# kmp_failure_table

==> kmp_failure_table/io_fan.png <==
(4 px per um)
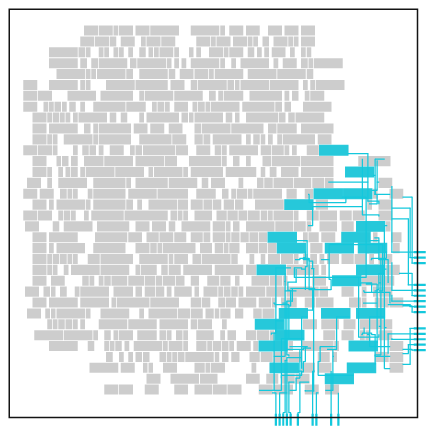

<file path="config.mk">
export PLATFORM = sky130hd
export DESIGN_NAME = kmp_failure_table
export DESIGN_NICKNAME = d
export VERILOG_FILES = /design/src/rtl/kmp_failure_table.sv
export SDC_FILE = /design/constraint.sdc
export NUM_CORES = 1
export LEC_CHECK = 0
export CORE_MARGIN = 3
export CORE_UTILIZATION = 57
export CTS_CLUSTER_DIAMETER = 200
export DETAILED_ROUTE_END_ITERATION = 10
export PLACE_DENSITY = 0.88
export SLEW_MARGIN = 0
export SYNTH_ARGS = -nofsm -noshare
export SYNTH_HDL_FRONTEND = slang
export SYNTH_SLANG_ARGS = --single-unit
</file>
<file path="constraint.sdc">
create_clock -name clk -period 6.37 [get_ports clk]
set_input_delay 1.274 -clock clk [delete_from_list [all_inputs] [get_ports clk]]
set_output_delay 1.274 -clock clk [all_outputs]
set_load 0.05 [all_outputs]
</file>
<file path="src/rtl/kmp_failure_table.sv">
// KMP failure-function generator: latches a pattern, builds its prefix table one
// character comparison per cycle, then holds the packed table for the matcher.
module kmp_failure_table #(
    parameter int BYTE        = 8,
    parameter int MAX_PATTERN = 8,
    parameter int MAX_PAT_ADD = 3
) (
    input  logic                               clk,
    input  logic                               reset,
    input  logic                               start,
    input  logic [MAX_PATTERN*BYTE-1:0]        pat_in,
    input  logic [MAX_PAT_ADD-1:0]             pat_last_idx,
    output logic                               busy,
    output logic                               done,
    output logic [MAX_PAT_ADD*MAX_PATTERN-1:0] ff_result
);

    localparam logic [MAX_PAT_ADD-1:0] IDX_ONE = MAX_PAT_ADD'(1);

    typedef enum logic [1:0] {
        IDLE,
        CALC,
        DONE
    } state_t;

    state_t                 state_q, state_d;
    logic [BYTE-1:0]        pat_q [MAX_PATTERN];
    logic [BYTE-1:0]        pat_d [MAX_PATTERN];
    logic [MAX_PAT_ADD-1:0] ff_q  [MAX_PATTERN];
    logic [MAX_PAT_ADD-1:0] ff_d  [MAX_PATTERN];
    logic [MAX_PAT_ADD-1:0] last_q, last_d;
    logic [MAX_PAT_ADD-1:0] i_q, i_d;
    logic [MAX_PAT_ADD-1:0] k_q, k_d;
    logic                   chars_eq;
    logic                   last_step;

    // A mismatch with k=0 also writes entry i, so it can finish the table too.
    always_comb begin
        chars_eq  = (pat_q[i_q] == pat_q[k_q]);
        last_step = (chars_eq || (k_q == '0)) && (i_q == last_q);
    end

    always_ff @(posedge clk) begin
        if (reset) begin
            state_q <= IDLE;
        end else begin
            state_q <= state_d;
        end
    end

    always_comb begin
        state_d = state_q;
        case (state_q)
            IDLE: begin
                if (start) begin
                    state_d = (pat_last_idx == '0) ? DONE : CALC;
                end
            end
            CALC: begin
                if (last_step) begin
                    state_d = DONE;
                end
            end
            DONE:    state_d = IDLE;
            default: state_d = IDLE;
        endcase
    end

    always_comb begin
        busy = 1'b0;
        done = 1'b0;
        case (state_q)
            CALC: busy = 1'b1;
            DONE: begin
                busy = 1'b1;
                done = 1'b1;
            end
            default: ;
        endcase
    end

    always_comb begin
        pat_d  = pat_q;
        ff_d   = ff_q;
        last_d = last_q;
        i_d    = i_q;
        k_d    = k_q;
        case (state_q)
            IDLE: begin
                if (start) begin
                    for (int j = 0; j < MAX_PATTERN; j++) begin
                        pat_d[j] = pat_in[j*BYTE +: BYTE];
                        ff_d[j]  = '0;
                    end
                    last_d = pat_last_idx;
                    i_d    = IDX_ONE;
                    k_d    = '0;
                end
            end
            CALC: begin
                if (chars_eq) begin
                    k_d       = k_q + IDX_ONE;
                    ff_d[i_q] = k_q + IDX_ONE;
                    if (i_q != last_q) begin
                        i_d = i_q + IDX_ONE;
                    end
                end else if (k_q != '0) begin
                    // Fall back to the next shorter border; i stays put.
                    k_d = ff_q[k_q - IDX_ONE];
                end else begin
                    ff_d[i_q] = '0;
                    if (i_q != last_q) begin
                        i_d = i_q + IDX_ONE;
                    end
                end
            end
            default: ;
        endcase
    end

    always_ff @(posedge clk) begin
        if (reset) begin
            for (int j = 0; j < MAX_PATTERN; j++) begin
                pat_q[j] <= '0;
                ff_q[j]  <= '0;
            end
            last_q <= '0;
            i_q    <= IDX_ONE;
            k_q    <= '0;
        end else begin
            pat_q  <= pat_d;
            ff_q   <= ff_d;
            last_q <= last_d;
            i_q    <= i_d;
            k_q    <= k_d;
        end
    end

    generate
        for (genvar gi = 0; gi < MAX_PATTERN; gi++) begin : g_pack
            assign ff_result[gi*MAX_PAT_ADD +: MAX_PAT_ADD] = ff_q[gi];
        end
    endgenerate

endmodule

</file>
# seg7_digit_capture

<file path="config.mk">
export PLATFORM = sky130hd
export DESIGN_NAME = seg7_digit_capture
export DESIGN_NICKNAME = d
export VERILOG_FILES = /design/src/rtl/seg7_digit_capture.sv
export SDC_FILE = /design/constraint.sdc
export NUM_CORES = 1
export LEC_CHECK = 0
export CORE_UTILIZATION = 50
export CTS_CLUSTER_DIAMETER = 40
export DETAILED_ROUTE_END_ITERATION = 10
export GPL_TIMING_DRIVEN = 1
export PLACE_DENSITY = 0.71
export SLEW_MARGIN = 20
export SYNTH_ARGS = -nofsm -noshare
export SYNTH_HDL_FRONTEND = slang
export SYNTH_SLANG_ARGS = --single-unit
</file>
<file path="constraint.sdc">
create_clock -name clk -period 4.9 [get_ports clk]
set_input_delay 0.98 -clock clk [delete_from_list [all_inputs] [get_ports clk]]
set_output_delay 0.98 -clock clk [all_outputs]
set_load 0.005 [all_outputs]
</file>
<file path="src/rtl/seg7_digit_capture.sv">
// seg7_digit_capture: sync + glitch-filter a 7-seg bus (clk, reset, seg_in) and report digit, digit_valid, step, seq_error, pattern_error, period, period_valid
module seg7_digit_capture #(
  parameter int STABLE_CYCLES = 4,
  parameter int PERIOD_W = 16
) (
  input  logic                clk,
  input  logic                reset,
  input  logic [6:0]          seg_in,
  output logic [3:0]          digit,
  output logic                digit_valid,
  output logic                step,
  output logic                seq_error,
  output logic                pattern_error,
  output logic [PERIOD_W-1:0] period,
  output logic                period_valid
);
  typedef enum logic {IDLE, TRACK} state_t;
  localparam logic [7:0] S_MAX = 8'(STABLE_CYCLES);
  localparam logic [7:0] S_PRE = 8'(STABLE_CYCLES - 1);
  localparam logic [PERIOD_W-1:0] P_MAX = '1;
  state_t state;
  logic [6:0] s1, s2, cand, acc;
  logic [7:0] cnt;
  logic [PERIOD_W-1:0] pcnt, pinc;
  logic stepped, accept, legal;
  logic [3:0] dec, nxt;
  always_comb begin
    legal = 1'b1;
    dec = 4'd0;
    case (cand)
      7'h3F: dec = 4'd0;
      7'h06: dec = 4'd1;
      7'h5B: dec = 4'd2;
      7'h4F: dec = 4'd3;
      7'h66: dec = 4'd4;
      7'h6D: dec = 4'd5;
      7'h7D: dec = 4'd6;
      7'h07: dec = 4'd7;
      7'h7F: dec = 4'd8;
      7'h6F: dec = 4'd9;
      default: legal = 1'b0;
    endcase
  end
  assign accept = s2 == cand && cnt == S_PRE && cand != acc;
  assign pinc = pcnt == P_MAX ? P_MAX : pcnt + 1'b1;
  assign nxt = digit == 4'd9 ? 4'd0 : digit + 4'd1;
  always_ff @(posedge clk) begin
    if (reset) begin
      s1 <= '0;
      s2 <= '0;
      cand <= '0;
      acc <= '0;
      cnt <= '0;
      pcnt <= '0;
      stepped <= 1'b0;
      state <= IDLE;
      digit <= '0;
      digit_valid <= 1'b0;
      step <= 1'b0;
      seq_error <= 1'b0;
      pattern_error <= 1'b0;
      period <= '0;
      period_valid <= 1'b0;
    end else begin
      s1 <= seg_in;
      s2 <= s1;
      if (s2 != cand) begin
        cand <= s2;
        cnt <= 8'd1;
      end else if (cnt != S_MAX) begin
        cnt <= cnt + 8'd1;
      end
      step <= accept;
      seq_error <= accept && legal && state == TRACK && dec != nxt;
      pattern_error <= accept && !legal && cand != 7'h00;
      if (accept) begin
        acc <= cand;
        digit_valid <= legal;
        if (legal) begin
          digit <= dec;
          state <= TRACK;
        end
        stepped <= 1'b1;
        if (stepped) begin
          period <= pinc;
          period_valid <= 1'b1;
        end
        pcnt <= '0;
      end else begin
        pcnt <= pinc;
      end
    end
  end
endmodule

</file>
# ecc_124_err_ctrl

===== config.mk =====
export PLATFORM = sky130hd
export DESIGN_NAME = ecc_124_err_ctrl
export DESIGN_NICKNAME = d
export VERILOG_FILES = /design/src/rtl/ecc_124_err_ctrl.sv
export SDC_FILE = /design/constraint.sdc
export NUM_CORES = 1
export LEC_CHECK = 0
export CELL_PAD_IN_SITES_DETAIL_PLACEMENT = 1
export CELL_PAD_IN_SITES_GLOBAL_PLACEMENT = 2
export CORE_AREA = 2 2 171 173
export CTS_CLUSTER_SIZE = 25
export DETAILED_ROUTE_END_ITERATION = 7
export DIE_AREA = 0 0 173 175
export GPL_TIMING_DRIVEN = 1
export PLACE_DENSITY = 0.84
export SYNTH_ARGS = -nofsm -noshare
export SYNTH_HDL_FRONTEND = slang
export SYNTH_SLANG_ARGS = --single-unit

===== constraint.sdc =====
create_clock -name clk -period 1.87 [get_ports clk]
set_input_delay 0.561 -clock clk [delete_from_list [all_inputs] [get_ports clk]]
set_output_delay 0.561 -clock clk [all_outputs]
set_load 0.01 [all_outputs]

===== src/rtl/ecc_124_err_ctrl.sv =====
// Error-handling controller behind the 124-bit ECC decoder: saturating counters, first-error
// capture, irq, and scrub write-back. Define ECC_SCRUB_EN to build the scrub FSM.
module ecc_124_err_ctrl #(
    parameter int unsigned DATA_WIDTH = 124,
    parameter int unsigned ADDR_WIDTH = 8,
    parameter int unsigned CNT_WIDTH  = 16
) (
    input  logic                  clk,
    input  logic                  rst_n,
    input  logic                  cfg_detc_en,
    input  logic                  cfg_bypass,
    input  logic                  cfg_irq_en,
    output logic                  ecc_fault_detc_en,
    output logic                  bypass,
    input  logic                  rd_vld,
    input  logic [ADDR_WIDTH-1:0] rd_addr,
    input  logic [DATA_WIDTH-1:0] rd_data,
    input  logic                  sbit_err,
    input  logic                  dbit_err,
    input  logic                  ecc_fault,
    input  logic                  clr,
    output logic [CNT_WIDTH-1:0]  sbit_cnt,
    output logic [CNT_WIDTH-1:0]  dbit_cnt,
    output logic [CNT_WIDTH-1:0]  fault_cnt,
    output logic                  err_vld,
    output logic [1:0]            err_type,
    output logic [ADDR_WIDTH-1:0] err_addr,
    output logic                  scrub_miss,
    output logic                  irq,
    output logic                  scrub_req,
    output logic [ADDR_WIDTH-1:0] scrub_addr,
    output logic [DATA_WIDTH-1:0] scrub_data,
    input  logic                  scrub_ack
);

    localparam logic [CNT_WIDTH-1:0] CntMax = '1;

    logic                  detc_en_q, bypass_q, irq_q;
    logic                  qual, ev_fault, ev_dbit, ev_sbit, ev_any;
    logic [1:0]            ev_type;
    logic [CNT_WIDTH-1:0]  sbit_cnt_q, dbit_cnt_q, fault_cnt_q;
    logic [CNT_WIDTH-1:0]  sbit_cnt_d, dbit_cnt_d, fault_cnt_d;
    logic                  err_vld_q, err_vld_d;
    logic [1:0]            err_type_q, err_type_d;
    logic [ADDR_WIDTH-1:0] err_addr_q, err_addr_d;

    function automatic logic [CNT_WIDTH-1:0] cnt_next(input logic [CNT_WIDTH-1:0] cur,
                                                      input logic ev, input logic do_clr);
        logic [CNT_WIDTH-1:0] base;
        base = do_clr ? '0 : cur;
        if (ev && base != CntMax) begin
            return base + CNT_WIDTH'(1);
        end
        return base;
    endfunction

    // Status flags only count while the decoder is actually correcting.
    assign qual     = rd_vld & ~bypass_q;
    assign ev_fault = qual & ecc_fault;
    assign ev_dbit  = qual & ~ecc_fault & dbit_err;
    assign ev_sbit  = qual & ~ecc_fault & ~dbit_err & sbit_err;
    assign ev_any   = ev_fault | ev_dbit | ev_sbit;
    assign ev_type  = ev_fault ? 2'b11 : (ev_dbit ? 2'b10 : 2'b01);

    always_comb begin
        sbit_cnt_d  = cnt_next(sbit_cnt_q, ev_sbit, clr);
        dbit_cnt_d  = cnt_next(dbit_cnt_q, ev_dbit, clr);
        fault_cnt_d = cnt_next(fault_cnt_q, ev_fault, clr);
        err_vld_d   = err_vld_q & ~clr;
        err_type_d  = clr ? 2'b00 : err_type_q;
        err_addr_d  = clr ? '0 : err_addr_q;
        // A coincident event re-captures after the clear.
        if (ev_any && (!err_vld_q || clr)) begin
            err_vld_d  = 1'b1;
            err_type_d = ev_type;
            err_addr_d = rd_addr;
        end
    end

    always_ff @(posedge clk or negedge rst_n) begin
        if (!rst_n) begin
            detc_en_q   <= 1'b0;
            bypass_q    <= 1'b0;
            irq_q       <= 1'b0;
            sbit_cnt_q  <= '0;
            dbit_cnt_q  <= '0;
            fault_cnt_q <= '0;
            err_vld_q   <= 1'b0;
            err_type_q  <= 2'b00;
            err_addr_q  <= '0;
        end else begin
            detc_en_q   <= cfg_detc_en;
            bypass_q    <= cfg_bypass;
            irq_q       <= ~clr & err_vld_q & cfg_irq_en;
            sbit_cnt_q  <= sbit_cnt_d;
            dbit_cnt_q  <= dbit_cnt_d;
            fault_cnt_q <= fault_cnt_d;
            err_vld_q   <= err_vld_d;
            err_type_q  <= err_type_d;
            err_addr_q  <= err_addr_d;
        end
    end

    assign ecc_fault_detc_en = detc_en_q;
    assign bypass            = bypass_q;
    assign irq               = irq_q;
    assign sbit_cnt          = sbit_cnt_q;
    assign dbit_cnt          = dbit_cnt_q;
    assign fault_cnt         = fault_cnt_q;
    assign err_vld           = err_vld_q;
    assign err_type          = err_type_q;
    assign err_addr          = err_addr_q;

`ifdef ECC_SCRUB_EN
    typedef enum logic [0:0] {StIdle, StReq} scrub_state_e;

    scrub_state_e          state_q, state_d;
    logic                  miss_q, miss_d, load;
    logic [ADDR_WIDTH-1:0] saddr_q;
    logic [DATA_WIDTH-1:0] sdata_q;

    always_comb begin
        state_d = state_q;
        miss_d  = miss_q & ~clr;
        load    = 1'b0;
        unique case (state_q)
            StIdle: begin
                if (ev_sbit) begin
                    state_d = StReq;
                    load    = 1'b1;
                end
            end
            StReq: begin
                if (ev_sbit) begin
                    miss_d = 1'b1;
                end
                if (scrub_ack) begin
                    state_d = StIdle;
                end
            end
            default: state_d = StIdle;
        endcase
    end

    always_ff @(posedge clk or negedge rst_n) begin
        if (!rst_n) begin
            state_q <= StIdle;
            miss_q  <= 1'b0;
            saddr_q <= '0;
            sdata_q <= '0;
        end else begin
            state_q <= state_d;
            miss_q  <= miss_d;
            if (load) begin
                saddr_q <= rd_addr;
                sdata_q <= rd_data;
            end
        end
    end

    assign scrub_req  = (state_q == StReq);
    assign scrub_miss = miss_q;
    assign scrub_addr = saddr_q;
    assign scrub_data = sdata_q;
`else
    logic unused_scrub;
    assign unused_scrub = ^{scrub_ack, rd_data};

    assign scrub_req  = 1'b0;
    assign scrub_miss = 1'b0;
    assign scrub_addr = '0;
    assign scrub_data = '0;
`endif

endmodule

==> kmp_failure_table/metal_density.png <==
(4 px per um) The die is cut into 20 by 20 equal tiles; dark blue is low, red is high, scaled to the fullest tile. Values are wire area over tile area, all layers added.
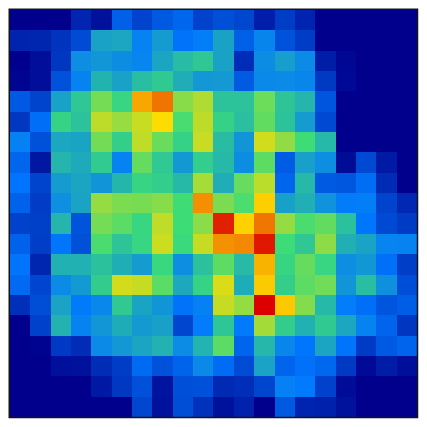
mean over tiles = 0.22
nearly empty tiles = 15%
fullest tile = 0.75
detailed-route via count: 4,624
drt total wl: 13.77 mm
per-cell routed wire length: 18.35 um

Notes on kmp_failure_table/io_fan.png above:
cyan -> ff_result  # bits 24, direction output, edge 14 east, 10 south, end cells 24, buffers 24, wire 967 um

==> metrics.yaml, kmp_failure_table <==
synth:
  largest_area_cell: "dfxtp_1"
  mux_area_frac: 0.1920
  area_leaders: "dfxtp_1 38%, mux4_2 15%, nand2_1 10%, a21oi_1 7.0%, o32ai_1 4.2%"
  synth_async_sr_flop_share: 0
  fp_nets: 649
clocking:
  cts_tree: "built"
worst_setup_path:
  required_ps: 6640
  path_cells: "buf_4, mux4_2, mux2i_1, xor2_1, nor4_4, a21oi_1, a211oi_2, o32ai_1"
power:
  p_sw_frac: 0.3873
  power.share.sequential: 0.396
run_status:
  status: "finished, final reports clean"
routing:
  drc: 0
min_path:
  min-delay-start: "pat_q[38]"
  min_path_type: "flip-flop to flip-flop"
final_timing:
  rsz0062_at_grt: "no"
  setup_ws_ps: 2555
  fmax_mhz: 262.1
grt:
  antenna_found_initial: 0
floorplan:
  fp_util: 0.5928
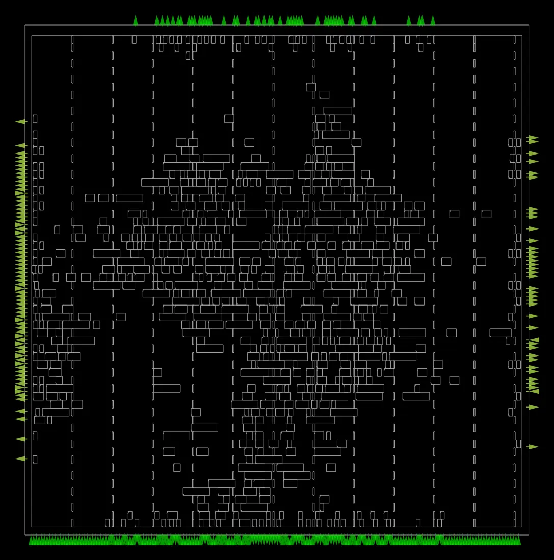
(ecc_124_err_ctrl/placement.png)
flip-flops: 62
num rows: 62
Cell Count, Final, Fillers Out: 1,036
# Taps: 384

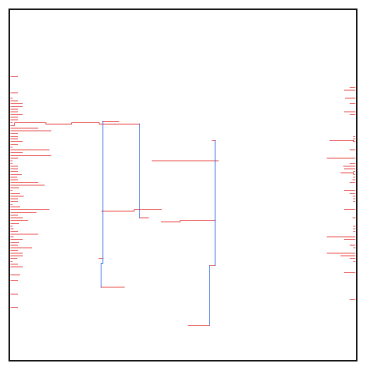
(ecc_124_err_ctrl/wires.png)
(2 px per um) Two of the layers only.
blue -> metal 4  # wire length 223 um
red -> metal 3  # wire length 719 um
All-Layer GR Usage: 0.09312
per-cell routed wire length: 13.72 um

==> metrics.yaml, ecc_124_err_ctrl <==
synth:
  yosys-stat-area_mm2: 0.004504
  ys_sh_aoi: 0.1053
  synth-edff-count: 0
  ys_sh_simple: 0.2311
  largest_area_cell: "dfrtp_1"
  synth-xor-area-share: 0.007778
  area_leaders: "dfrtp_1 34%, buf_4 23%, mux2_2 5.3%, nor2b_1 3.2%, a21oi_1 2.8%"
  ys_cells: 485
  ys.flops: 62
run_status:
  status: "finished, final reports clean"
grt:
  grt.met2_usage: 0.1507
  grt_overflow: 0
  grt_max_degree: 33
  met1_usage: 0.1199
cells_and_area:
  ff_latch_area_mm2: 0.001563
  fin_area_mm2: 0.006321
  sh_seq_area: 0.2472
  inv_count: 10
power:
  combinationalPowerShare: 0.128
  switchingPower_mw: 0.9859
  clkPwrFrac: 0.475
  power_leader: "the clock network"
flow_run:
  drv_cap: 0
  warning_count: 153
clocking:
  cts.sinks: 62
  cts_hold_buffers: 0
  insertion_delay_ps: 350
  path_clk_slew_ps: 60
  cts_repair_resize_count: 79
placement:
  place_area_mm2: 0.005853
floorplan:
  coreArea_mm2: 0.02839
  die-area_mm2: 0.03028
worst_setup_path:
  rrSetupSlack_ps: 80
  cp-start-kind: "flip-flop"
  reg2reg_to: "dbit_cnt[11]"
  crit_path_top_delay_cell: "clkdlybuf4s50_1"
final_timing:
  drv_slew: 0
  hold-worst-slack_ps: 133.3
  fin_crit_sh: 0.9703
routing:
  routed_via_density: 3.670
  top_layer: "met4"
min_path:
  min_path_type: "input pin to asynchronous set/reset pin"
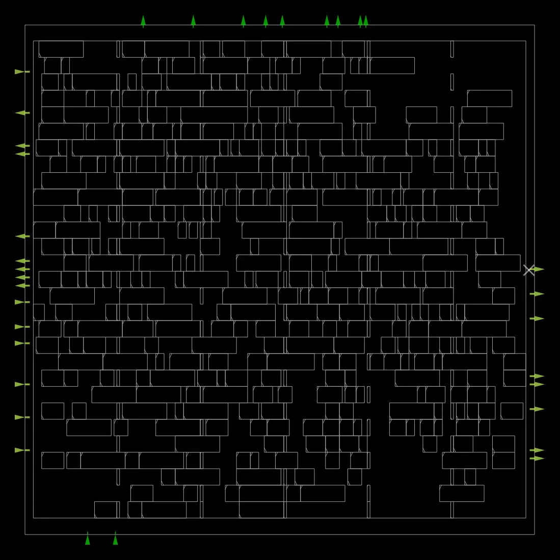
(seg7_digit_capture/placement.png)
filler cell count: 558
flop share of the area: 0.4022

==> metrics.yaml, seg7_digit_capture <==
worst_setup_path:
  cp-start-kind: "flip-flop"
  worst-path-buf-inv: 0
  crit_top_cell: "nor2_1"
  crit_start: "pcnt[0]"
  setup.worst_path.end_class: "flip-flop"
floorplan:
  coreArea_mm2: 0.006422
synth:
  top_area_frac: 0.4678
  synth_top_cell_by_count: "dfxtp_1"
cells_and_area:
  reg.largest.list: "pcnt (16), period (16), cnt (8)"
  final_common_cell: "dfxtp_1"
  layout_top_cells: "79 x dfxtp_1, 73 x nor2_1, 32 x clkdlybuf4s50_1"
  comb-cell-share: 0.4257
  logic_gate_count: 254
run_status:
  violations: "DRC"
  status: "finished with violations"
placement:
  dp_slack_ps: 2213
routing:
  top_layer: "met4"
  drc: 2
clocking:
  cts_repair_resize_count: 0
  postCtsSetupBuffers: 0
  cts.sinks: 79
flow_run:
  warning_count: 27
min_path:
  whs_path_depth: 1
power:
  total_power_mw: 1.195


==> notes/layouts.md <==
Pictures saved along the way, in no particular order.

Sequential cells coloured by netlist name.
panel A
(3 px per um) Other sequential cells in the stronger grey, the rest of the logic in the fainter grey.
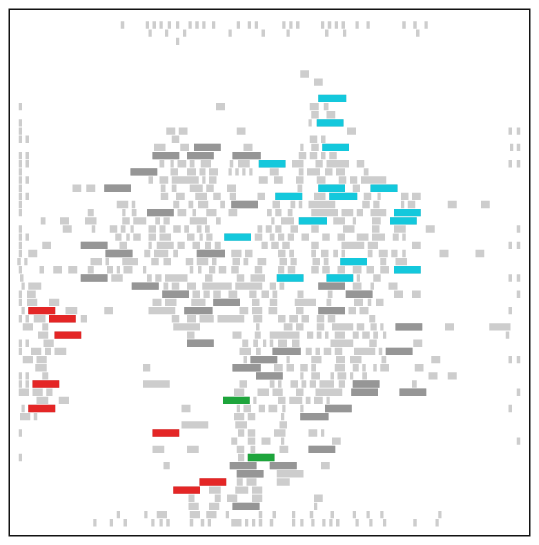
panel B
(6 px per um) Other sequential cells in the stronger grey, the rest of the logic in the fainter grey.
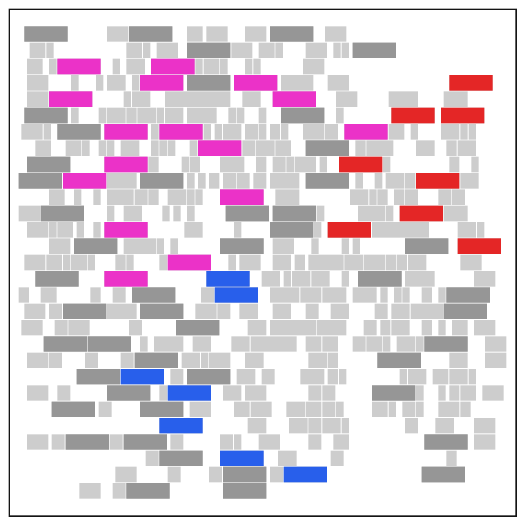
panel C
(6 px per um) Other sequential cells in the stronger grey, the rest of the logic in the fainter grey.
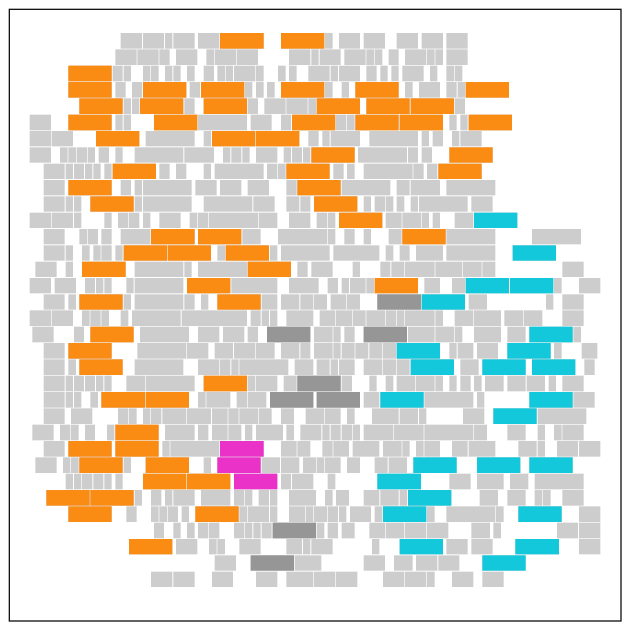
- panel C = kmp_failure_table
- panel A = ecc_124_err_ctrl
- panel B = seg7_digit_capture
- smallest die: panel B
- largest die: panel A

Power is estimated from default activity; no workload was simulated.
